==================== design 1
Figure 1. Clock wires, drivers and flops (design 1).
Drawn at 4 px/um.
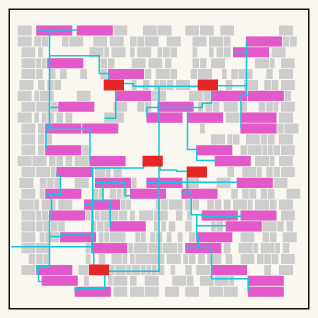

--- src/rtl/regfile_write_arbiter.sv ---
// Two-source arbiter for the register-file write port.
// WB has fixed priority; a wait counter bounds starvation of the long-latency unit.
module regfile_write_arbiter #(
  parameter int DATA_WIDTH = 32,
  parameter int ADDR_WIDTH = 5,
  parameter int MAX_WAIT   = 4
) (
  input  logic                  clk,
  input  logic                  rst_n,
  input  logic                  req0_valid,
  input  logic [ADDR_WIDTH-1:0] req0_reg,
  input  logic [DATA_WIDTH-1:0] req0_data,
  output logic                  req0_ready,
  input  logic                  req1_valid,
  input  logic [ADDR_WIDTH-1:0] req1_reg,
  input  logic [DATA_WIDTH-1:0] req1_data,
  output logic                  req1_ready,
  output logic                  regWrite,
  output logic [ADDR_WIDTH-1:0] write_reg,
  output logic [DATA_WIDTH-1:0] write_data,
  output logic                  grant_id
);

  typedef enum logic {
    NORMAL = 1'b0,
    FORCE1 = 1'b1
  } state_t;

  localparam logic [3:0] MAX_W = 4'(MAX_WAIT);

  state_t     state;
  logic [3:0] wait_cnt;
  logic [3:0] wait_inc;
  logic       grant0;
  logic       grant1;
  logic       xfer0;
  logic       xfer1;

  always_comb begin
    grant0 = 1'b0;
    grant1 = 1'b0;
    unique case (state)
      NORMAL: begin
        grant0 = req0_valid;
        grant1 = !req0_valid && req1_valid;
      end
      FORCE1: begin
        grant1 = req1_valid;
      end
      default: begin
        grant0 = 1'b0;
        grant1 = 1'b0;
      end
    endcase
  end

  assign req0_ready = req0_valid && grant0;
  assign req1_ready = req1_valid && grant1;
  assign xfer0      = req0_ready;
  assign xfer1      = req1_ready;
  assign wait_inc   = wait_cnt + 4'd1;

  always_ff @(posedge clk or negedge rst_n) begin
    if (!rst_n) begin
      state      <= NORMAL;
      wait_cnt   <= 4'd0;
      regWrite   <= 1'b0;
      write_reg  <= '0;
      write_data <= '0;
      grant_id   <= 1'b0;
    end else begin
      // Writes to r0 are accepted but never reach the file
      if (xfer0) begin
        regWrite   <= |req0_reg;
        write_reg  <= req0_reg;
        write_data <= req0_data;
        grant_id   <= 1'b0;
      end else if (xfer1) begin
        regWrite   <= |req1_reg;
        write_reg  <= req1_reg;
        write_data <= req1_data;
        grant_id   <= 1'b1;
      end else begin
        regWrite   <= 1'b0;
      end

      unique case (state)
        NORMAL: begin
          if (req1_valid && !grant1) begin
            wait_cnt <= wait_inc;
            if (wait_inc == MAX_W) begin
              state <= FORCE1;
            end
          end else begin
            wait_cnt <= 4'd0;
          end
        end
        FORCE1: begin
          if (!req1_valid || xfer1) begin
            state    <= NORMAL;
            wait_cnt <= 4'd0;
          end
        end
        default: begin
          state    <= NORMAL;
          wait_cnt <= 4'd0;
        end
      endcase
    end
  end

endmodule

--- config.mk ---
export PLATFORM = sky130hd
export DESIGN_NAME = regfile_write_arbiter
export DESIGN_NICKNAME = d
export VERILOG_FILES = /design/src/rtl/regfile_write_arbiter.sv
export SDC_FILE = /design/constraint.sdc
export NUM_CORES = 1
export LEC_CHECK = 0
export ABC_AREA = 1
export CORE_MARGIN = 1.5
export CORE_UTILIZATION = 42
export CTS_CLUSTER_SIZE = 8
export DETAILED_ROUTE_END_ITERATION = 8
export PLACE_DENSITY = 0.95
export SYNTH_ARGS = -nofsm -noshare
export SYNTH_HDL_FRONTEND = slang
export SYNTH_SLANG_ARGS = --single-unit
--- constraint.sdc ---
create_clock -name clk -period 2.4 [get_ports clk]
set_input_delay 0.48 -clock clk [delete_from_list [all_inputs] [get_ports clk]]
set_output_delay 0.48 -clock clk [all_outputs]
set_load 0.01 [all_outputs]
==================== design 2
**src/rtl/sfgen_arith_pkg.sv**
```systemverilog
// Shared arithmetic types for the sequential power-multiply stage.
// FSM state encoding plus default widths.
package sfgen_arith_pkg;

  typedef enum logic [1:0] {
    IDLE,
    MUL,
    DONE
  } pow_state_t;

  localparam int WIDTH_DEF = 8;
  localparam int CNT_W     = 8;

endpackage

```
**src/rtl/mult_trunc.sv**
```systemverilog
// Combinational WIDTH x WIDTH multiplier keeping only the low WIDTH bits.
// The upper half of the product never affects the result, so it is not formed.
module mult_trunc #(
  parameter int WIDTH = 8
) (
  input  logic [WIDTH-1:0] x,
  input  logic [WIDTH-1:0] y,
  output logic [WIDTH-1:0] z
);

  assign z = WIDTH'(x * y);

endmodule

```
**src/rtl/pow_mult_seq.sv**
```systemverilog
// Handshaked sequential a * b^EXP (mod 2^WIDTH) using one shared multiplier.
// A new operand pair may load on the same edge a finished result is consumed.
module pow_mult_seq
  import sfgen_arith_pkg::*;
#(
  parameter int WIDTH = WIDTH_DEF,
  parameter int EXP   = 3
) (
  input  logic             clk,
  input  logic             rst_n,
  input  logic             in_valid,
  output logic             in_ready,
  input  logic [WIDTH-1:0] a,
  input  logic [WIDTH-1:0] b,
  output logic             out_valid,
  input  logic             out_ready,
  output logic [WIDTH-1:0] out
);

  localparam logic [CNT_W-1:0] EXP_C = CNT_W'(EXP);
  localparam logic [CNT_W-1:0] ONE_C = CNT_W'(1);
  localparam bit               EXP0  = (EXP == 0);

  pow_state_t       state;
  pow_state_t       nxt;
  logic [WIDTH-1:0] acc;
  logic [WIDTH-1:0] base;
  logic [WIDTH-1:0] prod;
  logic [CNT_W-1:0] cnt;
  logic             take;
  logic             give;

  assign take = in_valid & in_ready;
  assign give = out_valid & out_ready;

  mult_trunc #(
    .WIDTH(WIDTH)
  ) u_mul (
    .x(acc),
    .y(base),
    .z(prod)
  );

  always_ff @(posedge clk or negedge rst_n) begin
    if (!rst_n) begin
      state <= IDLE;
    end else begin
      state <= nxt;
    end
  end

  always_comb begin
    nxt = state;
    unique case (state)
      IDLE: begin
        if (take) nxt = EXP0 ? DONE : MUL;
      end
      MUL: begin
        if (cnt == ONE_C) nxt = DONE;
      end
      DONE: begin
        if (take)      nxt = EXP0 ? DONE : MUL;
        else if (give) nxt = IDLE;
      end
      default: nxt = IDLE;
    endcase
  end

  always_comb begin
    out_valid = (state == DONE);
    in_ready  = (state == IDLE) |
                ((state == DONE) & out_ready);
    out       = acc;
  end

  // Loading takes priority; it can only coincide with IDLE or a consumed DONE.
  always_ff @(posedge clk or negedge rst_n) begin
    if (!rst_n) begin
      acc  <= '0;
      base <= '0;
      cnt  <= '0;
    end else if (take) begin
      acc  <= a;
      base <= b;
      cnt  <= EXP_C;
    end else if (state == MUL) begin
      acc  <= prod;
      cnt  <= cnt - ONE_C;
    end
  end

endmodule
```
**config.mk**
```make
export PLATFORM = sky130hd
export DESIGN_NAME = pow_mult_seq
export DESIGN_NICKNAME = d
export VERILOG_FILES = /design/src/rtl/sfgen_arith_pkg.sv /design/src/rtl/mult_trunc.sv /design/src/rtl/pow_mult_seq.sv
export SDC_FILE = /design/constraint.sdc
export NUM_CORES = 1
export LEC_CHECK = 0
export ABC_AREA = 1
export CORE_ASPECT_RATIO = 1.2
export CORE_MARGIN = 3
export CORE_UTILIZATION = 30
export DETAILED_ROUTE_END_ITERATION = 16
export GPL_TIMING_DRIVEN = 0
export SYNTH_ARGS = -nofsm -noshare
export SYNTH_HDL_FRONTEND = slang
export SYNTH_SLANG_ARGS = --single-unit
```
**constraint.sdc**
```tcl
create_clock -name clk -period 11.6 [get_ports clk]
set_clock_uncertainty 0.2 [all_clocks]
set_input_delay 1.16 -clock clk [delete_from_list [all_inputs] [get_ports clk]]
set_output_delay 1.16 -clock clk [all_outputs]
set_load 0.05 [all_outputs]
```
==================== design 3
**src/rtl/fork_scheduler.sv**
```systemverilog
// fork_scheduler
//   Central work scheduler for a swarm of N_NODES search nodes. Per-node fork
//   messages are captured into 1-entry hold registers. A round-robin arbiter
//   moves them into a pending-fork FIFO. FIFO entries are dispatched as fork
//   strobes to idle, unreserved nodes. The scheduler also seeds the search
//   with root_var, aggregates sat, and detects exhaustion.
//
// Ports
//   clk, rst            clock (rising edge), asynchronous active-high reset
//   start, root_var     begin a search seeded with root_var (IDLE/DONE only)
//   node_fork_valid/var per-node fork pulse and variable (node i at [i*VAR_W +: VAR_W])
//   node_busy, node_sat per-node status
//   dispatch_valid      one-hot registered fork strobe to the target node
//   dispatch_var        variable delivered with dispatch_valid
//   dispatch_msg_type   01 while dispatching, else 00
//   sat_found, search_done, overflow   sticky status flags
//   fifo_count          current FIFO occupancy
//
// Build option
//   SCHED_RR_DISPATCH_EN  when defined, the dispatch target rotates from a
//                         pointer. Otherwise the lowest eligible index wins.
//
// state | meaning
// ------+-----------------------------------------------------------
// IDLE  | after reset, waiting for start
// RUN   | capturing forks, arbitrating into the FIFO, dispatching
// DONE  | sat or exhaustion seen; everything frozen until next start

module fork_scheduler #(
  parameter int N_NODES    = 4,
  parameter int VAR_W      = 8,
  parameter int FIFO_DEPTH = 8
) (
  input  logic                          clk,
  input  logic                          rst,
  input  logic                          start,
  input  logic [VAR_W-1:0]              root_var,
  input  logic [N_NODES-1:0]            node_fork_valid,
  input  logic [N_NODES*VAR_W-1:0]      node_fork_var,
  input  logic [N_NODES-1:0]            node_busy,
  input  logic [N_NODES-1:0]            node_sat,
  output logic [N_NODES-1:0]            dispatch_valid,
  output logic [VAR_W-1:0]              dispatch_var,
  output logic [1:0]                    dispatch_msg_type,
  output logic                          sat_found,
  output logic                          search_done,
  output logic                          overflow,
  output logic [$clog2(FIFO_DEPTH):0]   fifo_count
);

  localparam int AW = $clog2(FIFO_DEPTH);
  localparam int CW = AW + 1;
  localparam int PW = $clog2(N_NODES);

  typedef enum logic [1:0] {S_IDLE, S_RUN, S_DONE} state_t;

  state_t               state;
  logic [VAR_W-1:0]     mem [FIFO_DEPTH];
  logic [AW-1:0]        wr_ptr;
  logic [AW-1:0]        rd_ptr;
  logic [N_NODES-1:0]   hold_valid;
  logic [VAR_W-1:0]     hold_var [N_NODES];
  logic [N_NODES-1:0]   reserved;
  logic [PW-1:0]        grant_ptr;
`ifdef SCHED_RR_DISPATCH_EN
  logic [PW-1:0]        disp_ptr;
`endif

  // First set bit of req at or after base, wrapping modulo N_NODES.
  // Returns {found, index}.
  function automatic logic [PW:0] rr_pick(input logic [N_NODES-1:0] req,
                                          input logic [PW-1:0] base);
    logic          found;
    logic [PW-1:0] sel;
    logic [PW:0]   pos;
    found = 1'b0;
    sel   = '0;
    for (int k = 0; k < N_NODES; k++) begin
      pos = {1'b0, base} + (PW+1)'(k);
      if (pos >= (PW+1)'(N_NODES)) pos = pos - (PW+1)'(N_NODES);
      if (!found && req[pos[PW-1:0]]) begin
        found = 1'b1;
        sel   = pos[PW-1:0];
      end
    end
    return {found, sel};
  endfunction

  function automatic logic [PW-1:0] ptr_inc(input logic [PW-1:0] p);
    return (p == PW'(N_NODES - 1)) ? '0 : p + PW'(1);
  endfunction

  logic                 any_sat;
  logic                 run_active;
  logic                 start_load;
  logic                 fifo_empty;
  logic                 fifo_full;
  logic [N_NODES-1:0]   eligible;
  logic [PW-1:0]        disp_base;
  logic [PW:0]          tgt_pick;
  logic [PW:0]          grant_pick;
  logic                 tgt_any;
  logic [PW-1:0]        tgt_idx;
  logic                 grant_any;
  logic [PW-1:0]        grant_idx;
  logic [N_NODES-1:0]   tgt_oh;
  logic                 pop;
  logic                 push;
  logic                 exhausted;

`ifdef SCHED_RR_DISPATCH_EN
  assign disp_base = disp_ptr;
`else
  assign disp_base = '0;
`endif

  // A sat cycle already freezes capture and dispatch so nothing leaks out
  // after the search has been decided.
  assign any_sat    = |node_sat;
  assign run_active = (state == S_RUN) && !any_sat;
  assign start_load = (state != S_RUN) && start;
  assign fifo_empty = (fifo_count == '0);
  assign fifo_full  = (fifo_count == CW'(FIFO_DEPTH));
  assign eligible   = ~node_busy & ~reserved;

  assign tgt_pick   = rr_pick(eligible, disp_base);
  assign tgt_any    = tgt_pick[PW];
  assign tgt_idx    = tgt_pick[PW-1:0];
  assign grant_pick = rr_pick(hold_valid, grant_ptr);
  assign grant_any  = grant_pick[PW];
  assign grant_idx  = grant_pick[PW-1:0];
  assign tgt_oh     = {{(N_NODES-1){1'b0}}, 1'b1} << tgt_idx;

  assign pop  = run_active && !fifo_empty && tgt_any;
  // Full FIFO still accepts a push when it is popping in the same cycle.
  assign push = run_active && grant_any && (!fifo_full || pop);

  assign exhausted = fifo_empty && (hold_valid == '0) && (node_busy == '0) &&
                     (reserved == '0) && (dispatch_valid == '0);

  // Storage needs no reset; occupancy is tracked by the pointers and count.
  always_ff @(posedge clk) begin
    if (start_load)
      mem[0] <= root_var;
    else if (push)
      mem[wr_ptr] <= hold_var[grant_idx];
  end

  always_ff @(posedge clk or posedge rst) begin
    if (rst) begin
      state             <= S_IDLE;
      wr_ptr            <= '0;
      rd_ptr            <= '0;
      fifo_count        <= '0;
      hold_valid        <= '0;
      for (int i = 0; i < N_NODES; i++) hold_var[i] <= '0;
      reserved          <= '0;
      grant_ptr         <= '0;
`ifdef SCHED_RR_DISPATCH_EN
      disp_ptr          <= '0;
`endif
      dispatch_valid    <= '0;
      dispatch_var      <= '0;
      dispatch_msg_type <= 2'b00;
      sat_found         <= 1'b0;
      search_done       <= 1'b0;
      overflow          <= 1'b0;
    end else begin
      dispatch_valid    <= '0;
      dispatch_var      <= '0;
      dispatch_msg_type <= 2'b00;
      reserved          <= reserved & ~node_busy;

      case (state)
        S_IDLE, S_DONE: begin
          if (start) begin
            // Old FIFO contents are discarded; the root becomes entry 0.
            state       <= S_RUN;
            sat_found   <= 1'b0;
            search_done <= 1'b0;
            overflow    <= 1'b0;
            rd_ptr      <= '0;
            wr_ptr      <= AW'(1);
            fifo_count  <= CW'(1);
            hold_valid  <= '0;
            reserved    <= '0;
`ifdef SCHED_RR_DISPATCH_EN
            disp_ptr    <= '0;
`endif
          end
        end

        S_RUN: begin
          for (int i = 0; i < N_NODES; i++) begin
            if (run_active && node_fork_valid[i]) begin
              if (hold_valid[i] && !(push && grant_idx == PW'(i))) begin
                overflow <= 1'b1;
              end else begin
                hold_valid[i] <= 1'b1;
                hold_var[i]   <= node_fork_var[i*VAR_W +: VAR_W];
              end
            end else if (push && grant_idx == PW'(i)) begin
              hold_valid[i] <= 1'b0;
            end
          end

          if (push) begin
            wr_ptr    <= wr_ptr + AW'(1);
            grant_ptr <= ptr_inc(grant_idx);
          end

          if (pop) begin
            rd_ptr            <= rd_ptr + AW'(1);
            dispatch_valid    <= tgt_oh;
            dispatch_var      <= mem[rd_ptr];
            dispatch_msg_type <= 2'b01;
            reserved          <= (reserved & ~node_busy) | tgt_oh;
`ifdef SCHED_RR_DISPATCH_EN
            disp_ptr          <= ptr_inc(tgt_idx);
`endif
          end

          case ({push, pop})
            2'b10:   fifo_count <= fifo_count + CW'(1);
            2'b01:   fifo_count <= fifo_count - CW'(1);
            default: fifo_count <= fifo_count;
          endcase

          if (any_sat) begin
            sat_found   <= 1'b1;
            search_done <= 1'b1;
            state       <= S_DONE;
          end else if (exhausted) begin
            search_done <= 1'b1;
            state       <= S_DONE;
          end
        end

        default: state <= S_IDLE;
      endcase
    end
  end

endmodule

```
**config.mk**
```make
export PLATFORM = sky130hd
export DESIGN_NAME = fork_scheduler
export DESIGN_NICKNAME = d
export VERILOG_FILES = /design/src/rtl/fork_scheduler.sv
export SDC_FILE = /design/constraint.sdc
export NUM_CORES = 1
export LEC_CHECK = 0
export CORE_UTILIZATION = 35
export DETAILED_ROUTE_END_ITERATION = 8
export PLACE_DENSITY = 0.53
export SYNTH_ARGS = -nofsm -noshare
export SYNTH_HDL_FRONTEND = slang
export SYNTH_SLANG_ARGS = --single-unit
```
**constraint.sdc**
```tcl
create_clock -name clk -period 3.6 [get_ports clk]
set_input_delay 0.72 -clock clk [delete_from_list [all_inputs] [get_ports clk]]
set_output_delay 0.72 -clock clk [all_outputs]
set_load 0.05 [all_outputs]
```
==================== design 4
[src/rtl/seq_divider_2bit_pkg.sv]
// Shared definitions for the 2-bit ALU divider: operand width,
// the default divide-by-zero quotient and the controller state encoding.
package alu_div_pkg;

    localparam int OPW = 2;

    localparam logic [OPW-1:0] DZ_QUOT_DEFAULT = 2'b11;

    typedef enum logic [1:0] {
        IDLE = 2'd0,
        CALC = 2'd1,
        DONE = 2'd2
    } div_state_t;

endpackage

[src/rtl/seq_divider_2bit_trial_subtractor.sv]
// 3-bit ripple subtractor built from full-subtractor cells, the mirror image
// of the full-adder cell used in the adder path. Computes x - y; borrow is set
// when y > x, which tells the divider the trial value was too small.
module trial_subtractor (
    input  logic [2:0] x,
    input  logic [2:0] y,
    output logic [2:0] diff,
    output logic       borrow
);

    logic [3:0] bw;

    assign bw[0] = 1'b0;

    // One full-subtractor cell per bit, borrow rippling from LSB to MSB
    for (genvar i = 0; i < 3; i++) begin : g_cell
        assign diff[i]  = x[i] ^ y[i] ^ bw[i];
        assign bw[i+1]  = (~x[i] & y[i]) | (~(x[i] ^ y[i]) & bw[i]);
    end

    assign borrow = bw[3];

endmodule

[src/rtl/seq_divider_2bit.sv]
// Sequential 2-bit restoring divider with a start/busy/done handshake.
// One quotient bit is resolved per clock, MSB first; divide-by-zero is
// detected on accept and finishes in a single edge.
module seq_divider_2bit
    import alu_div_pkg::*;
#(
    parameter logic [OPW-1:0] DZ_QUOT     = DZ_QUOT_DEFAULT,
    parameter bit             DZ_REM_PASS = 1'b1
) (
    input  logic clk,
    input  logic rst_n,
    input  logic start,
    input  logic a0,
    input  logic a1,
    input  logic b0,
    input  logic b1,
    output logic busy,
    output logic done,
    output logic dz,
    output logic q0,
    output logic q1,
    output logic r0,
    output logic r1
);

    div_state_t     state, state_next;
    logic [OPW-1:0] a_reg, a_next;
    logic [OPW-1:0] b_reg, b_next;
    logic [2:0]     rem, rem_next;
    logic [OPW-1:0] quot, quot_next;
    logic           cnt, cnt_next;
    logic           dz_reg, dz_next;

    logic [OPW-1:0] a_in, b_in;
    logic [2:0]     trial;
    logic [2:0]     diff;
    logic           borrow;
    logic           rem_msb_unused;

    assign a_in  = {a1, a0};
    assign b_in  = {b1, b0};

    // Shift the next dividend bit into the partial remainder
    assign trial = {rem[1:0], a_reg[cnt]};

    trial_subtractor u_trial_subtractor (
        .x      (trial),
        .y      ({1'b0, b_reg}),
        .diff   (diff),
        .borrow (borrow)
    );

    // The remainder never exceeds the divisor, so its top bit only carries
    // the restoring headroom and is not reported
    assign rem_msb_unused = rem[2];

    // State and datapath registers; reset aborts any division in flight
    always_ff @(posedge clk) begin
        if (!rst_n) begin
            state  <= IDLE;
            a_reg  <= '0;
            b_reg  <= '0;
            rem    <= '0;
            quot   <= '0;
            cnt    <= 1'b0;
            dz_reg <= 1'b0;
        end else begin
            state  <= state_next;
            a_reg  <= a_next;
            b_reg  <= b_next;
            rem    <= rem_next;
            quot   <= quot_next;
            cnt    <= cnt_next;
            dz_reg <= dz_next;
        end
    end

    // Next-state and datapath update: accept in IDLE/DONE, one restoring step per CALC edge
    always_comb begin
        state_next = state;
        a_next     = a_reg;
        b_next     = b_reg;
        rem_next   = rem;
        quot_next  = quot;
        cnt_next   = cnt;
        dz_next    = dz_reg;

        case (state)
            IDLE, DONE: begin
                if (start) begin
                    a_next  = a_in;
                    b_next  = b_in;
                    dz_next = 1'b0;
                    if (b_in != '0) begin
                        rem_next   = '0;
                        quot_next  = '0;
                        cnt_next   = 1'b1;
                        state_next = CALC;
                    end else begin
                        dz_next    = 1'b1;
                        quot_next  = DZ_QUOT;
                        rem_next   = DZ_REM_PASS ? {1'b0, a_in} : 3'b000;
                        cnt_next   = 1'b0;
                        state_next = DONE;
                    end
                end else if (state == DONE) begin
                    state_next = IDLE;
                end
            end
            CALC: begin
                if (!borrow) begin
                    rem_next       = diff;
                    quot_next[cnt] = 1'b1;
                end else begin
                    rem_next       = trial;
                    quot_next[cnt] = 1'b0;
                end
                if (cnt == 1'b0) begin
                    state_next = DONE;
                end else begin
                    cnt_next = 1'b0;
                end
            end
            default: begin
                state_next = IDLE;
            end
        endcase
    end

    assign busy = (state == CALC);
    assign done = (state == DONE);
    assign dz   = dz_reg;
    assign q1   = quot[1];
    assign q0   = quot[0];
    assign r1   = rem[1];
    assign r0   = rem[0];

endmodule

[config.mk]
export PLATFORM = sky130hd
export DESIGN_NAME = seq_divider_2bit
export DESIGN_NICKNAME = d
export VERILOG_FILES = /design/src/rtl/seq_divider_2bit_pkg.sv /design/src/rtl/seq_divider_2bit_trial_subtractor.sv /design/src/rtl/seq_divider_2bit.sv
export SDC_FILE = /design/constraint.sdc
export NUM_CORES = 1
export LEC_CHECK = 0
export CAP_MARGIN = 20
export CORE_AREA = 2 2 39 41
export DETAILED_ROUTE_END_ITERATION = 12
export DIE_AREA = 0 0 41 43
export PLACE_DENSITY = 0.71
export SETUP_SLACK_MARGIN = 0.4
export SLEW_MARGIN = 20
export SYNTH_ARGS = -nofsm -noshare
export SYNTH_HDL_FRONTEND = slang
export SYNTH_SLANG_ARGS = --single-unit
[constraint.sdc]
create_clock -name clk -period 3.3 [get_ports clk]
set_input_delay 0.99 -clock clk [delete_from_list [all_inputs] [get_ports clk]]
set_output_delay 0.99 -clock clk [all_outputs]
set_load 0.05 [all_outputs]
==================== design 5
[src/rtl/seq_det_pkg.sv]
// Shared types and reset defaults for the parametrised serial pattern detector.
package seq_det_pkg;

  typedef enum logic {
    S_FILL  = 1'b0,
    S_ARMED = 1'b1
  } state_t;

  localparam int         DEF_MAX_LEN    = 8;
  localparam logic [7:0] DEF_PATTERN_C  = 8'b0000_1001;
  localparam int         DEF_LEN_C      = 4;
  localparam logic       DEF_OVERLAP_C  = 1'b0;
  localparam int         DEF_CNT_W      = 16;

  function automatic int len_width(input int max_len);
    return $clog2(max_len + 1);
  endfunction

endpackage

[src/rtl/seq_det_cmp.sv]
// Masked compare of the newest len bits ({hist, data_in}) against the pattern.
module seq_det_cmp
  import seq_det_pkg::*;
#(
  parameter int MAX_LEN = DEF_MAX_LEN,
  parameter int LEN_W   = len_width(MAX_LEN)
) (
  input  logic [MAX_LEN-2:0] hist,
  input  logic               data_in,
  input  logic [MAX_LEN-1:0] pattern,
  input  logic [LEN_W-1:0]   len,
  output logic               eq
);

  logic [MAX_LEN-1:0] window;
  logic [MAX_LEN-1:0] mask;

  // Only bit positions below len take part in the compare.
  always_comb begin
    window = {hist, data_in};
    mask   = {MAX_LEN{1'b0}};
    for (int i = 0; i < MAX_LEN; i++) begin
      mask[i] = (i < int'(len));
    end
    eq = (((window ^ pattern) & mask) == {MAX_LEN{1'b0}});
  end

endmodule

[src/rtl/seq_det_param.sv]
// Runtime-configurable serial pattern detector with Mealy match and registered copy.
// Optional saturating match counter enabled by defining SEQ_DET_COUNT_EN.
module seq_det_param
  import seq_det_pkg::*;
#(
  parameter int               MAX_LEN     = DEF_MAX_LEN,
  parameter int               LEN_W       = len_width(MAX_LEN),
  parameter logic [MAX_LEN-1:0] DEF_PATTERN = MAX_LEN'(DEF_PATTERN_C),
  parameter int               DEF_LEN     = DEF_LEN_C,
  parameter logic             DEF_OVERLAP = DEF_OVERLAP_C
`ifdef SEQ_DET_COUNT_EN
  , parameter int             CNT_W       = DEF_CNT_W
`endif
) (
  input  logic               clk,
  input  logic               reset_n,
  input  logic               data_valid,
  input  logic               data_in,
  input  logic               cfg_load,
  input  logic [MAX_LEN-1:0] cfg_pattern,
  input  logic [LEN_W-1:0]   cfg_len,
  input  logic               cfg_overlap,
  output logic               cfg_err,
  output logic               match,
  output logic               match_r
`ifdef SEQ_DET_COUNT_EN
  , output logic [CNT_W-1:0] match_count,
  input  logic               count_clr
`endif
);

  // The oldest of MAX_LEN bits is never compared, so history keeps MAX_LEN-1 bits.
  logic [MAX_LEN-2:0] hist, hist_next;
  logic [LEN_W-1:0]   fill, fill_next, fill_inc;
  logic [MAX_LEN-1:0] pattern, pattern_next;
  logic [LEN_W-1:0]   len, len_next;
  logic               overlap, overlap_next;
  state_t             state, state_next;
  logic [MAX_LEN-1:0] window;
  logic               cfg_ok, cfg_bad, eq, match_s;

  seq_det_cmp #(
    .MAX_LEN (MAX_LEN),
    .LEN_W   (LEN_W)
  ) u_cmp (
    .hist    (hist),
    .data_in (data_in),
    .pattern (pattern),
    .len     (len),
    .eq      (eq)
  );

  // Next-state, history, configuration and Mealy match decode.
  always_comb begin
    window       = {hist, data_in};
    cfg_ok       = cfg_load && (cfg_len != {LEN_W{1'b0}}) && (cfg_len <= LEN_W'(MAX_LEN));
    cfg_bad      = cfg_load && !cfg_ok;
    match_s      = reset_n && data_valid && !cfg_ok && (state == S_ARMED) && eq;
    fill_inc     = (fill < len) ? (fill + LEN_W'(1)) : fill;
    hist_next    = hist;
    fill_next    = fill;
    pattern_next = pattern;
    len_next     = len;
    overlap_next = overlap;
    state_next   = state;
    if (cfg_ok) begin
      pattern_next = cfg_pattern;
      len_next     = cfg_len;
      overlap_next = cfg_overlap;
      hist_next    = {(MAX_LEN-1){1'b0}};
      fill_next    = {LEN_W{1'b0}};
      state_next   = (cfg_len == LEN_W'(1)) ? S_ARMED : S_FILL;
    end else if (data_valid) begin
      if (match_s && !overlap) begin
        hist_next  = {(MAX_LEN-1){1'b0}};
        fill_next  = {LEN_W{1'b0}};
        state_next = (len == LEN_W'(1)) ? S_ARMED : S_FILL;
      end else begin
        hist_next = window[MAX_LEN-2:0];
        fill_next = fill_inc;
        case (state)
          S_FILL:  state_next = (fill_inc >= (len - LEN_W'(1))) ? S_ARMED : S_FILL;
          S_ARMED: state_next = S_ARMED;
          default: state_next = S_FILL;
        endcase
      end
    end else begin
      state_next = state;
    end
    match = match_s;
  end

  // State, history, configuration and output registers.
  always_ff @(posedge clk) begin
    if (!reset_n) begin
      hist    <= {(MAX_LEN-1){1'b0}};
      fill    <= {LEN_W{1'b0}};
      pattern <= DEF_PATTERN;
      len     <= LEN_W'(DEF_LEN);
      overlap <= DEF_OVERLAP;
      state   <= (DEF_LEN == 1) ? S_ARMED : S_FILL;
      match_r <= 1'b0;
      cfg_err <= 1'b0;
    end else begin
      hist    <= hist_next;
      fill    <= fill_next;
      pattern <= pattern_next;
      len     <= len_next;
      overlap <= overlap_next;
      state   <= state_next;
      match_r <= match_s;
      cfg_err <= cfg_bad;
    end
  end

`ifdef SEQ_DET_COUNT_EN
  // Saturating match counter; a clear coinciding with a match leaves one counted.
  always_ff @(posedge clk) begin
    if (!reset_n) begin
      match_count <= {CNT_W{1'b0}};
    end else if (count_clr) begin
      match_count <= match_s ? CNT_W'(1) : {CNT_W{1'b0}};
    end else if (match_s && (match_count != {CNT_W{1'b1}})) begin
      match_count <= match_count + CNT_W'(1);
    end else begin
      match_count <= match_count;
    end
  end
`endif

endmodule

[config.mk]
export PLATFORM = sky130hd
export DESIGN_NAME = seq_det_param
export DESIGN_NICKNAME = d
export VERILOG_FILES = /design/src/rtl/seq_det_pkg.sv /design/src/rtl/seq_det_cmp.sv /design/src/rtl/seq_det_param.sv
export SDC_FILE = /design/constraint.sdc
export NUM_CORES = 1
export LEC_CHECK = 0
export CORE_UTILIZATION = 55
export CTS_CLUSTER_DIAMETER = 30
export DETAILED_ROUTE_END_ITERATION = 7
export GPL_ROUTABILITY_DRIVEN = 0
export PLACE_DENSITY = 0.8
export SYNTH_ARGS = -nofsm -noshare
export SYNTH_HDL_FRONTEND = slang
export SYNTH_SLANG_ARGS = --single-unit
[constraint.sdc]
create_clock -name clk -period 4.25 [get_ports clk]
set_clock_uncertainty 0.15 [all_clocks]
set_input_delay 0.85 -clock clk [delete_from_list [all_inputs] [get_ports clk]]
set_output_delay 0.85 -clock clk [all_outputs]
set_load 0.05 [all_outputs]
Figure 2. Signal wires by layer (design 2).
Drawn at 4 px/um.
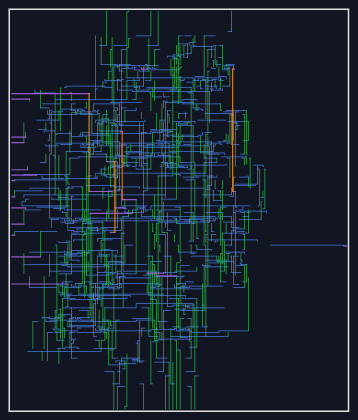
[blue] M1 | wire length: 2240 um
[orange] M4 | wire length: 89.8 um
[purple] M3 | wire length: 108 um
[green] M2 | wire length: 2460 um
final wirelength: 4900 um
global-route usage over all layers: 12.5%
vias: 1918
wire per inst: 11.4 um

==> results.yml, design 2 <==
# implementation run metrics
pwr:
  internal-power_w: 0.000363
  ir_worst_vdd_uv: 199
  p_comb_w: 0.000507
global_routing:
  grt_max_degree: 27
  grt_pass1_vias: 1947
  grt.busiest_layer: "met2"
worst_hold_path:
  worstHoldStart: "cnt[4]$_DFFE_PN0P_"
cells_and_area:
  buf_share_pct: 12.2
  comb_area_sq_um: 1260
  regArea_sq_um: 651
  n_clock_buffer: 3
  nFillCells: 755
placed_design:
  numPlacedInstances: 424
  place_ws_ns: 7.30
timing:
  clock.fmax_mhz: 234
  slew_headroom_pct: 18.3
  fin_tns_setup_ns: 0
die:
  core_sq_um: 7020
  dieWidth_um: 84.4
  rows: 33
synth:
  synth_warnings: 0
  synth_cells: 308
drt:
  vias_per_cell: 4.48
  routed.top_layer: "met4"
  drt-met1-wl_um: 2240
outcome:
  status: "completed"
cts:
  clkSinkCount: 26
  cts_buffers: 3
==> design 2: flip-flops by register name (all words and copies together), names as in the netlist <==
name	count
cnt	8
base	8
state	2
out	8
==> design 2: cell families (layout without fill, tap and decap cells) <==
logic type               count (synthesis)  count (layout)  synth area share, %
AND/OR/NAND/NOR                        147             147                 28.4
buffers and inverters                   78             111                 13.8
adder cells (fa/ha/maj)                 30              30                 21.0
AND-OR/OR-AND                           26              26                 6.95
flip-flops                              26              26                 29.4
XOR/XNOR                                 1               1                0.396
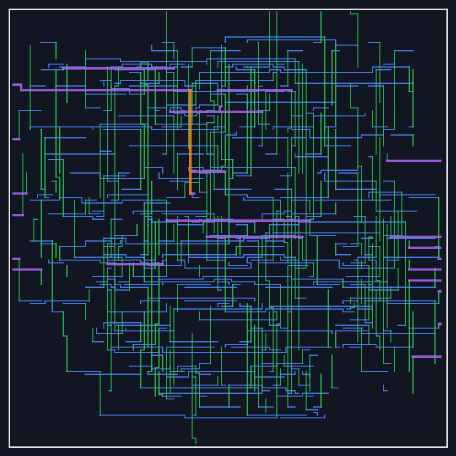
Figure 3: design 5, signal wires by layer.
Drawn at 8 px/um.
[orange] M4 | wire length: 12.9 um
[green] M2 | wire length: 1540 um
[purple] M3 | wire length: 136 um
[blue] M1 | wire length: 1520 um

==> results.yml, design 5 <==
# implementation run metrics
outcome:
  status: "completed"
cells_and_area:
  largest-register: "pattern"
  largest_register_ffs: 8
  regArea_sq_um: 541
  n_clock_buffer: 3
  nNonClkBuffers: 22
worst_setup_path:
  cp.required_ns: 3.25
drt:
  dr.pass1.iters: 4
pwr:
  p_leak_nw: 0.717
  p_sw_w: 0.000144
  fin_total_pwr_w: 0.000503
synth:
  flop_cell: "dfxtp_1"
cts:
  cts_tree: "built"
  cts.path.max_buffers: 2
timing:
  finalCriticalPeriod_ns: 3.57
## design 5: logic make-up after synthesis
group,synth area share [%]
AND-OR/OR-AND,17.1
multiplexers,8.24
XOR/XNOR,8.07
AND/OR/NAND/NOR,17.4
adder cells (fa/ha/maj),9.06
flip-flops,35.6
buffers and inverters,4.53
## design 5: layer usage
metal  up-vias  part of all wire, %
met5         -                    0
met4         0                 0.37
met3         2                  4.2
met2        32                   48
met1       550                   47
li1        598                    -
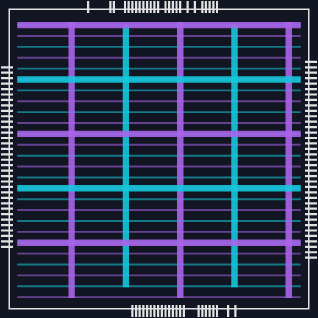
Figure 4: design 1, power grid.
Drawn at 4 px/um. Pins as bars on the die edge.
[purple] VSS
[cyan] VDD
met4 straps: 5
signal pins: 119

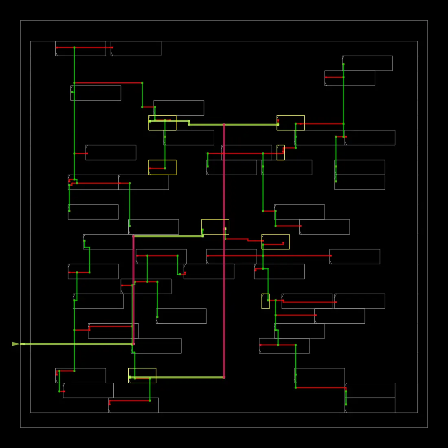
Figure 5: design 1, the clock network.
clock group power: 0.000473 W
# clk buffers: 8
Setup Skew: 0.00782 ns
Latency at later pin: 0.30 ns
flip-flops: 44

## Picture notes: Figure 1
[cyan] clock wires | length: 537 um
[red] clock-net drivers | count: 5
[magenta] flip-flops | count: 44
routed clock nets: 6
Clk pwr share: 26.7%

==> results.yml, design 1 <==
# implementation run metrics
worst_setup_path:
  crit_slowest_cell: "clkdlybuf4s50_1"
  cp.required_ns: 1.92
  rrSetupSlack_ns: 1.05
  cp-startpoint: "req0_valid"
die:
  die_y_um: 74.5
pwr:
  fin_total_pwr_w: 0.00177
  internal-power_w: 0.00131
drt:
  dr.pass1.iters: 4
  routedWlPerCell_um: 13.9
placed_design:
  numPortBuffers: 118
  place_ws_ns: 0.143
cts:
  cts_setup_buffers: 0
  cts_tree: "built"
cells_and_area:
  num-nets-final: 442
  largest_register_ffs: 32
  lay_top_count: "clkdlybuf4s50_1"
  fin_cells: 431
timing:
  min_period_over_period_pct: 94.2
outcome:
  status: "completed"
synth:
  top_area_share_pct: 51.3
global_routing:
  grt_usage_pct: 21.9
## design 1: layout make-up
class | instances | area [sq um]
Timing Repair Buffer | 122 | 1220
Clock buffer | 8 | 90.1
Fill cell | 412 | 1440
Sequential cell | 44 | 1100
Multi-Input combinational cell | 181 | 850
Tap cell | 67 | 83.8
Inverter | 9 | 33.8
## design 1: per-layer routing
layer  vias to the layer above  wire length (um)  GRT usage, %
met5                         -                 0             0
met4                         0                93          7.47
met3                         7               476          6.91
met2                        83              3100          42.3
met1                      1068              2330          22.1
li1                       1077                 -             -
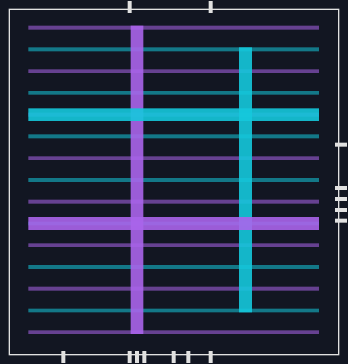
Figure 6: design 4, power grid.
Drawn at 8 px/um. Pins as bars on the die edge.
[cyan] VDD
[purple] VSS
rows: 14
met5 straps: 2
core area: 1380 sq um
Die Span Y: 43 um
Max VDD drop: 227 uV
Die W: 41 um

==> results.yml, design 4 <==
# implementation run metrics
outcome:
  status: "completed"
synth:
  synth.avg_cell_area_sq_um: 8.59
  ys_sh_mux_pct: 3.53
  area_leaders: "dfxtp_1 (42%), a21oi_1 (7.9%), nand2_1 (7.3%), fa_1 (3.5%), mux2i_1 (3.5%)"
  yosys_area_sq_um: 567
  synth-edff-count: 0
  yosysTopAreaCell: "dfxtp_1"
drt:
  drt-met1-wl_um: 597
  drt_wl_total_um: 1230
  wl_met2_um: 565
timing:
  fin_worst_hold_slack_ns: 0.454
  finalHoldViolations: 0
  min_period_over_period_pct: 82.7
  clock.fmax_mhz: 367
cells_and_area:
  seqAreaFraction_pct: 33.2
  nFillCells: 148
  n_clock_buffer: 3
  multi_input_comb_cells: 47
  flops: 12
global_routing:
  met3_usage_pct: 4.71
  grt_max_degree: 11
  grt.overflow.total: 0
  grt_pass1_vias: 483
die:
  fp_util_pct: 41.0
worst_setup_path:
  crit_chain: "nand2b_2, clkinv_1, clkdlybuf4s50_1"
  critical_path.max_stage_delay_ns: 0.79
cts:
  cts.path.max_buffers: 2
  clk_latency_ns: 0.27
placed_design:
  place_ws_ns: 0.865
==> design 4: power breakdown <==
part,leakage (nW),internal (W),total (W),switching (W)
sequential,0.0986,0.000154,0.000163,0.00000818
combinational,0.149,0.0000331,0.0000807,0.0000476
clock,0.0138,0.0000422,0.0000889,0.0000467
total,0.262,0.000230,0.000332,0.000103
==> design 4: worst register-to-register path: cells and delay by family (launching register included) <==
family | cells | cell delay, ns
adder cells (fa/ha/maj) | 2 | 0.57
AND-OR/OR-AND | 1 | 0.28
flip-flops | 1 | 0.43
buffers and inverters | 1 | 0.05
multiplexers | 1 | 0.26
AND/OR/NAND/NOR | 2 | 0.35
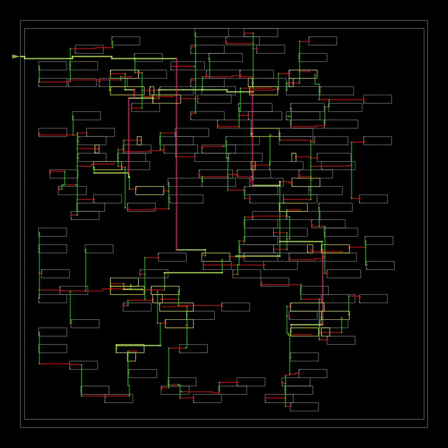
Figure 7: design 3, the clock network.
TritonCTS Buffers: 17
clock group power: 0.00178 W
Setup Skew: 0.0133 ns

==> results.yml, design 3 <==
# implementation run metrics
outcome:
  status: "completed"
worst_hold_path:
  hold_class: "reg -> reg"
synth:
  synth_cell_types: 59
  yosysTopAreaCell: "edfxtp_1"
  ys_top_cells_by_count: "dfrtp_1 (70), edfxtp_1 (64), nand2_1 (34), mux2_2 (32), nor2_1 (27)"
  syn_nets: 486
  ys.flops: 134
  synth_adder_area_share_pct: 1.99
  area_leaders: "edfxtp_1 (32%), dfrtp_1 (29%), mux2_2 (6.0%), mux4_2 (6.0%), mux2i_1 (3.5%)"
worst_setup_path:
  r2r_cells: 6
  critical_path.max_stage_delay_ns: 0.61
  crit_slowest_cell: "or4_1"
pwr:
  internal-power_w: 0.00306
  pwr-share-clk_pct: 45.2
  p_comb_share_pct: 10.3
  seq_power_share_pct: 44.5
run:
  cap_violations: 0
  tool_warnings: 29
cells_and_area:
  area_growth_pct: 29.2
  buf_share_pct: 12.8
  nFillCells: 1499
  comb_area_share_pct: 28.5
placed_design:
  routabilityCongestion: 0.765
  hpwl_um: 9730
cts:
  clk_pin_slew_ns: 0.05
global_routing:
  globalRouteMet1Util_pct: 22.7
  grt.busiest_layer: "met2"
  grt_pass1_vias: 4017
timing:
  clock.fmax_mhz: 324
drt:
  ant_nets: 0
design 3: through the flow:
step	area [sq um]	std cells	power, W	hold slack (ns)	util (%)
3_3_place_gp	7190	726	0.00219	0.486	43.0
5_1_grt	7790	758	0.00411	0.514	46.6
2_1_floorplan	6020	422	0.00202	0.448	-
3_5_place_dp	7190	726	0.00220	0.485	43.0
4_1_cts	7790	758	0.00399	0.494	46.6
6_report	7790	758	0.00395	0.491	46.6

==> gallery <==
Gate-type map.
shot_01.png
Drawn at 3 px/um.
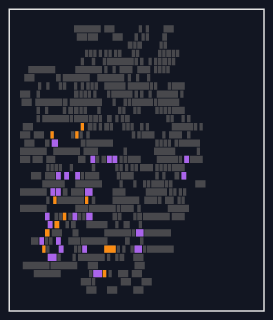
shot_02.png
Drawn at 4 px/um.
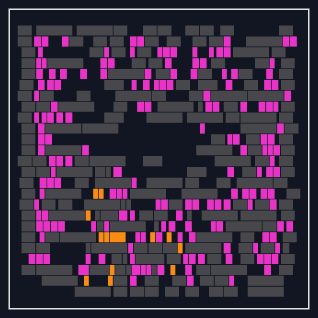
shot_03.png
Drawn at 2 px/um.
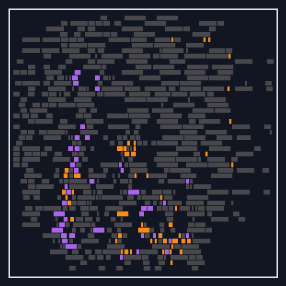
shot_04.png
Drawn at 6 px/um.
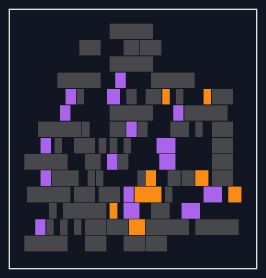
shot_05.png
Drawn at 4 px/um.
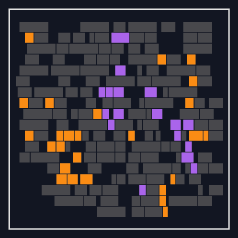
Of these, largest die: shot_03.png
Of these, most cells: shot_03.png
| from | picture |
|---|---|
| design 2 | shot_01.png |
| design 5 | shot_05.png |
| design 3 | shot_03.png |
| design 1 | shot_02.png |
| design 4 | shot_04.png |

Key to shot_02.png:
[orange] nor cells | cells: 13
[magenta] nand cells | cells: 166 | where: all over the die


==================== design 6
Figure 8. The clock network (design 6).
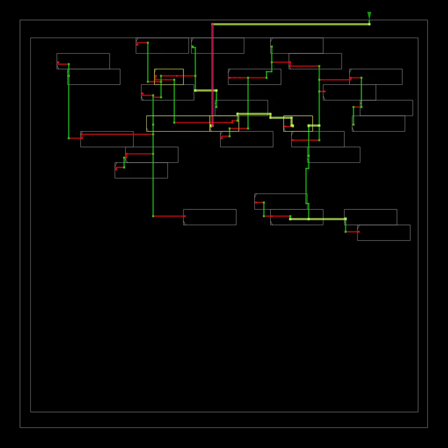

--- config.mk ---
export PLATFORM = sky130hd
export DESIGN_NAME = alu_seq
export DESIGN_NICKNAME = d
export VERILOG_FILES = /design/src/rtl/alu_seq.sv
export SDC_FILE = /design/constraint.sdc
export NUM_CORES = 1
export LEC_CHECK = 0
export CORE_MARGIN = 1.5
export CORE_UTILIZATION = 56
export DETAILED_ROUTE_END_ITERATION = 6
export PLACE_DENSITY = 0.83
export SLEW_MARGIN = 20
export SYNTH_ARGS = -nofsm -noshare
export SYNTH_HDL_FRONTEND = slang
export SYNTH_SLANG_ARGS = --single-unit
--- constraint.sdc ---
create_clock -name clk -period 2.6 [get_ports clk]
set_input_delay 0.26 -clock clk [delete_from_list [all_inputs] [get_ports clk]]
set_output_delay 0.26 -clock clk [all_outputs]
set_load 0.02 [all_outputs]
--- src/rtl/alu_seq.sv ---
// Registered WIDTH-bit ALU with valid/ready handshakes, carry/zero flags and iterative shifts.
// Optional build macro ALU_SIGNED_CMP_EN: CMP compares operands as two's-complement signed.
module alu_seq #(
  parameter int WIDTH = 8
) (
  input  logic             clk,
  input  logic             rst_n,
  input  logic             in_valid,
  output logic             in_ready,
  input  logic [WIDTH-1:0] x,
  input  logic [WIDTH-1:0] y,
  input  logic [2:0]       s,
  output logic             out_valid,
  input  logic             out_ready,
  output logic [WIDTH-1:0] z,
  output logic             carry,
  output logic             zero
);
  localparam int SHW = $clog2(WIDTH);

  typedef enum logic [1:0] {IDLE, SHIFT, DONE} state_e;
  typedef enum logic [2:0] {
    OP_AND = 3'b000,
    OP_OR  = 3'b001,
    OP_SHR = 3'b010,
    OP_SHL = 3'b011,
    OP_ADD = 3'b100,
    OP_SUB = 3'b101,
    OP_CMP = 3'b110,
    OP_NOP = 3'b111
  } op_e;

  state_e           state, state_d;
  op_e              op;
  logic [WIDTH-1:0] work, work_d, z_d;
  logic [SHW-1:0]   cnt, cnt_d, amt;
  logic             shl, shl_d, carry_d, zero_d;
  logic [WIDTH:0]   sum, diff;
  logic             gt, lt;

  assign in_ready  = (state == IDLE);
  assign out_valid = (state == DONE);
  assign op        = op_e'(s);
  assign amt       = y[SHW-1:0];
  assign sum       = {1'b0, x} + {1'b0, y};
  assign diff      = {1'b0, x} - {1'b0, y};

`ifdef ALU_SIGNED_CMP_EN
  assign gt = $signed(x) > $signed(y);
  assign lt = $signed(x) < $signed(y);
`else
  assign gt = x > y;
  assign lt = x < y;
`endif

  always_comb begin
    state_d = state;
    work_d  = work;
    cnt_d   = cnt;
    shl_d   = shl;
    z_d     = z;
    carry_d = carry;
    zero_d  = zero;
    case (state)
      IDLE: begin
        if (in_valid) begin
          state_d = DONE;
          carry_d = 1'b0;
          case (op)
            OP_AND: z_d = x & y;
            OP_OR:  z_d = x | y;
            OP_SHR, OP_SHL: begin
              // z is only written when the shift finishes; a zero-amount shift passes x through
              if (amt != '0) begin
                state_d = SHIFT;
                work_d  = x;
                cnt_d   = amt;
                shl_d   = (op == OP_SHL);
              end else begin
                z_d = x;
              end
            end
            OP_ADD: {carry_d, z_d} = sum;
            OP_SUB: {carry_d, z_d} = diff;
            OP_CMP: z_d = gt ? WIDTH'(1) : (lt ? WIDTH'(2) : '0);
            default: z_d = '0;
          endcase
          if (state_d == DONE) zero_d = (z_d == '0);
        end
      end
      SHIFT: begin
        if (shl) begin
          work_d  = work << 1;
          carry_d = work[WIDTH-1];
        end else begin
          work_d  = work >> 1;
          carry_d = work[0];
        end
        cnt_d = cnt - SHW'(1);
        if (cnt == SHW'(1)) begin
          z_d     = work_d;
          zero_d  = (work_d == '0);
          state_d = DONE;
        end
      end
      DONE: begin
        if (out_ready) state_d = IDLE;
      end
      default: state_d = IDLE;
    endcase
  end

  always_ff @(posedge clk or negedge rst_n) begin
    if (!rst_n) begin
      state <= IDLE;
      work  <= '0;
      cnt   <= '0;
      shl   <= 1'b0;
      z     <= '0;
      carry <= 1'b0;
      zero  <= 1'b0;
    end else begin
      state <= state_d;
      work  <= work_d;
      cnt   <= cnt_d;
      shl   <= shl_d;
      z     <= z_d;
      carry <= carry_d;
      zero  <= zero_d;
    end
  end
endmodule

==================== design 7
[src/rtl/rrf.sv]
// rrf -- Retirement Register File.
//
// Holds the committed (architectural) areg->preg map of the 2-way OoO core.
// Up to two in-order commits per cycle update the map; every effective commit
// releases the areg's previously committed preg into a small in-order release
// FIFO that drains, one preg per cycle, to the free list.
//
// Optional feature macro: RRF_BYPASS_EN
//   defined   : when the FIFO is empty, the first release of the cycle is
//               presented on free_valid/free_preg combinationally and is not
//               enqueued if free_ready is high in the same cycle.
//   undefined : free_valid/free_preg come from FIFO state only.
//
// Ports
//   clk            clock, all state on posedge
//   rst            asynchronous active-high reset
//   commit_en      slot 0 commit valid (older)
//   commit_areg    slot 0 destination areg
//   commit_preg    slot 0 new committed preg
//   commit_en_1    slot 1 commit valid (younger)
//   commit_areg_1  slot 1 destination areg
//   commit_preg_1  slot 1 new committed preg
//   commit_ready   RRF can accept two commits this cycle
//   rrf_mapping    registered committed map, entry i = preg of areg i
//   free_valid     free_preg holds a preg for the free list
//   free_preg      preg being released
//   free_ready     free list accepts free_preg this cycle
//
// Handshakes: a commit slot is taken iff its enable and commit_ready are both
// high at the clock edge (slots presented while commit_ready is low are
// ignored and must be held by the ROB); a release is transferred iff
// free_valid and free_ready are both high at the clock edge.

module rrf #(
  parameter int NUM_PREGS = 64,
  parameter int REL_DEPTH = 4
) (
  input  logic                                  clk,
  input  logic                                  rst,
  input  logic                                  commit_en,
  input  logic [4:0]                            commit_areg,
  input  logic [$clog2(NUM_PREGS)-1:0]          commit_preg,
  input  logic                                  commit_en_1,
  input  logic [4:0]                            commit_areg_1,
  input  logic [$clog2(NUM_PREGS)-1:0]          commit_preg_1,
  output logic                                  commit_ready,
  output logic [31:0][$clog2(NUM_PREGS)-1:0]    rrf_mapping,
  output logic                                  free_valid,
  output logic [$clog2(NUM_PREGS)-1:0]          free_preg,
  input  logic                                  free_ready
);

  localparam int PREG_W = $clog2(NUM_PREGS);
  localparam int PTR_W  = $clog2(REL_DEPTH);
  localparam int CNT_W  = $clog2(REL_DEPTH + 1);

  logic [31:0][PREG_W-1:0]        map_q, map_d;
  logic [REL_DEPTH-1:0][PREG_W-1:0] mem_q;
  logic [PTR_W-1:0]               wr_ptr_q, wr_ptr_d, rd_ptr_q, rd_ptr_d;
  logic [CNT_W-1:0]               count_q, count_d;

  logic              empty;
  logic              eff0, eff1;
  logic [PREG_W-1:0] rel0, rel1;
  logic [PREG_W-1:0] lst0, lst1;   // releases of this cycle, in program order
  logic [1:0]        n_rel;
  logic [PREG_W-1:0] enq0, enq1;   // releases actually written to the FIFO
  logic [1:0]        n_enq;
  logic              pop;
  logic [PTR_W-1:0]  wr_ptr_p1;

  assign empty        = (count_q == '0);
  assign commit_ready = (count_q <= CNT_W'(REL_DEPTH - 2));
  assign rrf_mapping  = map_q;

  assign eff0 = commit_en   && commit_ready && (commit_areg   != 5'd0);
  assign eff1 = commit_en_1 && commit_ready && (commit_areg_1 != 5'd0);

  // Same-areg pair: slot 1 retires the mapping slot 0 just installed.
  assign rel0 = map_q[commit_areg];
  assign rel1 = (eff0 && (commit_areg_1 == commit_areg)) ? commit_preg : map_q[commit_areg_1];

  always_comb begin
    lst0  = eff0 ? rel0 : rel1;
    lst1  = rel1;
    n_rel = {1'b0, eff0} + {1'b0, eff1};
  end

  always_comb begin
    map_d = map_q;
    if (eff0) map_d[commit_areg]   = commit_preg;
    if (eff1) map_d[commit_areg_1] = commit_preg_1;
  end

`ifdef RRF_BYPASS_EN
  logic byp_valid, byp_take;
  assign byp_valid  = empty && (n_rel != 2'd0);
  assign byp_take   = byp_valid && free_ready;
  assign free_valid = !empty || byp_valid;
  assign free_preg  = !empty ? mem_q[rd_ptr_q] : (byp_valid ? lst0 : '0);

  always_comb begin
    enq0  = byp_take ? lst1 : lst0;
    enq1  = lst1;
    n_enq = byp_take ? (n_rel - 2'd1) : n_rel;
  end
`else
  assign free_valid = !empty;
  assign free_preg  = empty ? '0 : mem_q[rd_ptr_q];

  always_comb begin
    enq0  = lst0;
    enq1  = lst1;
    n_enq = n_rel;
  end
`endif

  // Only a queued entry is popped; a bypassed release never occupied the FIFO.
  assign pop       = !empty && free_ready;
  assign wr_ptr_p1 = wr_ptr_q + PTR_W'(1);

  always_comb begin
    wr_ptr_d = wr_ptr_q + PTR_W'(n_enq);
    rd_ptr_d = rd_ptr_q + PTR_W'(pop);
    count_d  = count_q + CNT_W'(n_enq) - CNT_W'(pop);
  end

  always_ff @(posedge clk or posedge rst) begin
    if (rst) begin
      for (int i = 0; i < 32; i++) map_q[i] <= PREG_W'(i);
      mem_q    <= '0;
      wr_ptr_q <= '0;
      rd_ptr_q <= '0;
      count_q  <= '0;
    end else begin
      map_q    <= map_d;
      wr_ptr_q <= wr_ptr_d;
      rd_ptr_q <= rd_ptr_d;
      count_q  <= count_d;
      if (n_enq != 2'd0) mem_q[wr_ptr_q]  <= enq0;
      if (n_enq == 2'd2) mem_q[wr_ptr_p1] <= enq1;
    end
  end

endmodule
[config.mk]
export PLATFORM = sky130hd
export DESIGN_NAME = rrf
export DESIGN_NICKNAME = d
export VERILOG_FILES = /design/src/rtl/rrf.sv
export SDC_FILE = /design/constraint.sdc
export NUM_CORES = 1
export LEC_CHECK = 0
export CAP_MARGIN = 20
export CELL_PAD_IN_SITES_DETAIL_PLACEMENT = 1
export CELL_PAD_IN_SITES_GLOBAL_PLACEMENT = 1
export CORE_MARGIN = 1
export CORE_UTILIZATION = 38
export DETAILED_ROUTE_END_ITERATION = 12
export PLACE_DENSITY_LB_ADDON = 0.15
export REMOVE_ABC_BUFFERS = 1
export SYNTH_ARGS = -nofsm -noshare
export SYNTH_HDL_FRONTEND = slang
export SYNTH_SLANG_ARGS = --single-unit
[constraint.sdc]
create_clock -name clk -period 7.85 [get_ports clk]
set_input_delay 1.57 -clock clk [delete_from_list [all_inputs] [get_ports clk]]
set_output_delay 1.57 -clock clk [all_outputs]
set_load 0.05 [all_outputs]
Figure 9. Gate-type map (design 7).
Drawn at 1.5 px/um.
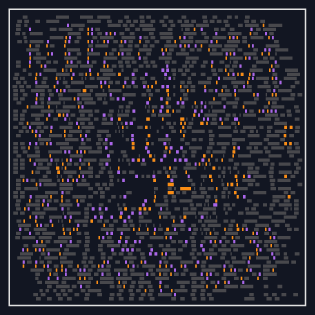
[purple] aoi and oai cells | cells: 281 | where: all over the die
[orange] nor cells | cells: 291 | where: all over the die

==> results.yml, design 7 <==
# implementation run metrics
drt:
  route.met3.wl_um: 4050
  wl_met2_um: 29500
  vias: 13400
timing:
  slew_headroom_pct: 19.4
  finalCriticalPeriod_ns: 4.97
  finalSetupViolCount: 0
  postLayoutSetupSlackWorst_ns: 2.88
global_routing:
  grt_usage_pct: 33.4
  met3_usage_pct: 4.02
  grt_pass1_vias: 13700
run:
  tool_warnings: 31
pwr:
  fin_total_pwr_w: 0.00871
  p_seq_w: 0.00277
worst_setup_path:
  rrSetupSlack_ns: 4.64
  arrival_ns: 5.40
synth:
  aoi_share_pct: 13.7
outcome:
  status: "completed"
cts:
  cts_buffers: 27
  clk_pin_slew_ns: 0.06
-- design 7: sequential cells by signal, summed over array words and instances, names as in the netlist --
name / flops
count_q: 3
mem_q: 24
rd_ptr_q: 2
rrf_mapping: 192
wr_ptr_q: 2
-- design 7: critical path: stages --
cell             delay [ns]
clkdlybuf4s50_1        1.05
or3_1                  0.68
o311a_1                0.48
ha_1                   0.37
inv_1                  0.05
ha_1                   0.27
inv_1                  0.06
ha_1                   0.14
inv_1                  0.05
fa_1                   0.37
xor2_1                 0.16
xnor2_1                0.12
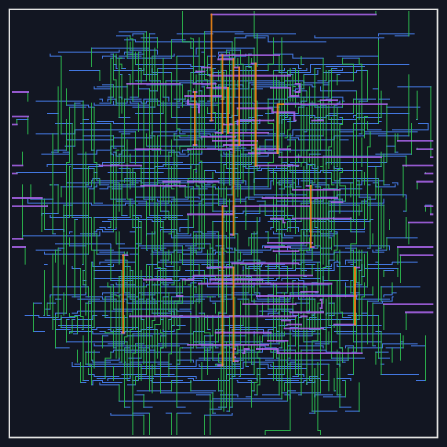
Figure 10: design 6, signal wires by layer.
Drawn at 6 px/um.
[orange] M4 | wire length: 190 um
[green] M2 | wire length: 3710 um
[blue] M1 | wire length: 3260 um
[purple] M3 | wire length: 573 um

## Picture notes: Figure 8
TritonCTS Buffers: 3
Latency at later pin: 0.27 ns
flip-flops: 24
# clk buffers: 3

==> results.yml, design 6 <==
# implementation run metrics
timing:
  finalHoldViolations: 0
  slew_viol_final: 0
  tightest_slew_ns: 0.562
global_routing:
  grt_max_degree: 25
  grt_pass1_wl_um: 12600
  antenna_found_initial: 0
pwr:
  top_power_group: "combinational logic"
  cellPowerDensity_nw_per_um2: 737
outcome:
  status: "completed"
placed_design:
  numPortBuffers: 34
  numPlacedInstances: 436
cts:
  cts_setup_buffers: 0
  clkSinkCount: 24
  cts_htree_levels: 1
drt:
  drt_wl_total_um: 7730
  vias_per_cell: 6.36
  drt_iter0_drc: 381
  routed.top_layer: "met4"
worst_hold_path:
  hold_class: "in -> async"
worst_setup_path:
  path_buffers: 2
  crit_chain: "clkdlybuf4s50_1, inv_1, ha_1, nor2b_1, a211oi_1, o31ai_1, o311a_1, xnor2_1, o211ai_1, a22o_1"
  critical_path.max_stage_delay_ns: 0.47
die:
  dieArea_sq_um: 5060
  dieWidth_um: 71.1
synth:
  ys_cells: 317
  yosys.area_share.simple_pct: 15.8
  yosys_area_sq_um: 2600
design 6: state kept, by name (all words and copies together), names as in the netlist:
signal  flops
work        8
zero        1
shl         1
z           8
state       2
carry       1
cnt         3
design 6: synth_stat cells, types with 5 or more instances:
cell type,count
ha_1,26
nand2_1,17
nor3_1,7
dfrtp_1,24
clkbuf_1,7
o21ai_0,20
a22oi_1,5
nand2b_1,8
inv_1,32
o211ai_1,6
mux2i_1,19
o21ai_1,5
a211oi_1,12
a21oi_1,29
a21o_1,7
buf_2,5
nor2_1,21
nor2b_1,7


==> notes/layouts.md <==
Pictures saved along the way, in no particular order.

The clock network.
image #1
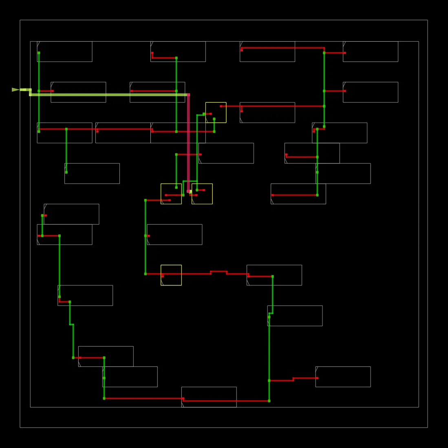
image #2
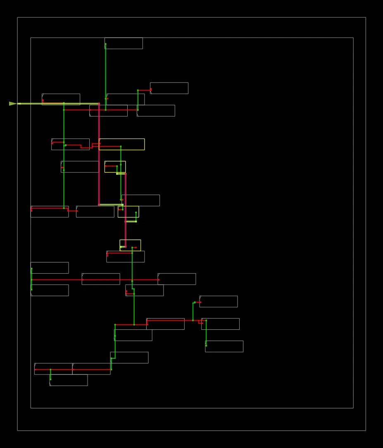
image #3
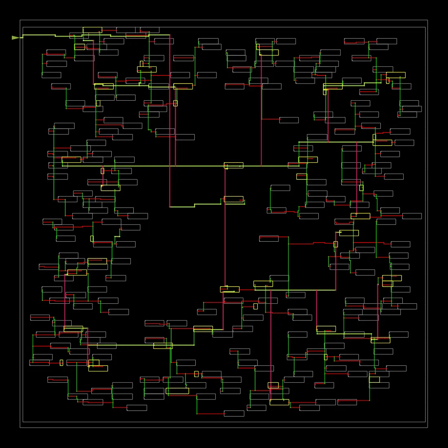
image #4
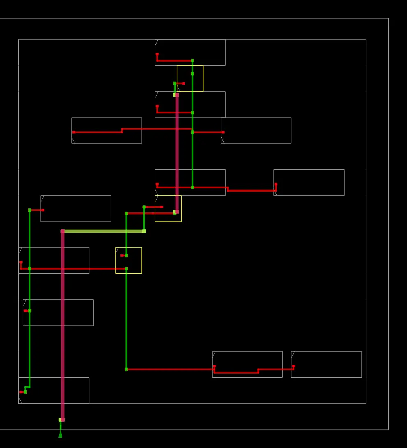
image #1 -> design 5
image #3 -> design 7
image #4 -> design 4
image #2 -> design 2
Of these, fewest sequential cells: image #4
Of these, most sequential cells: image #3


==> screenshots <==
Signal wires by layer.
(a)
Drawn at 2 px/um.
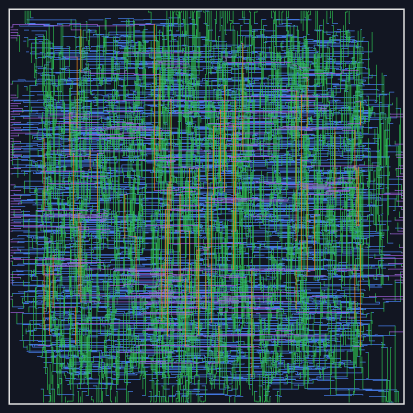
(b)
Drawn at 12 px/um.
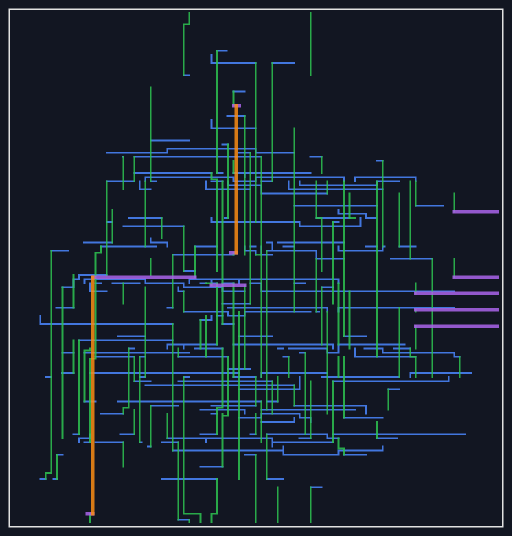
(c)
Drawn at 6 px/um.
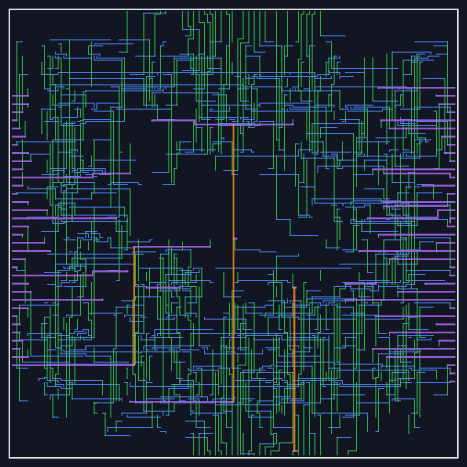
(d)
Drawn at 4 px/um.
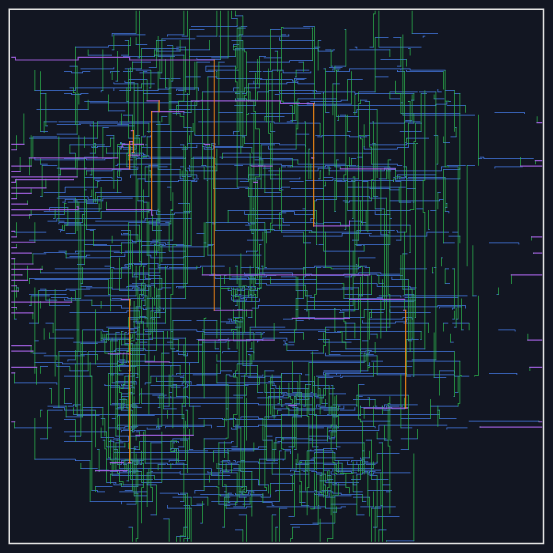
- design 1 = (c)
- design 3 = (d)
- design 4 = (b)
- design 7 = (a)

Key to (b):
[blue] M1 | wire length: 597 um
[green] M2 | wire length: 566 um
[purple] M3 | wire length: 39.5 um
[orange] M4 | wire length: 32.0 um

No activity file was given, so power comes from the tool's default toggle rates.
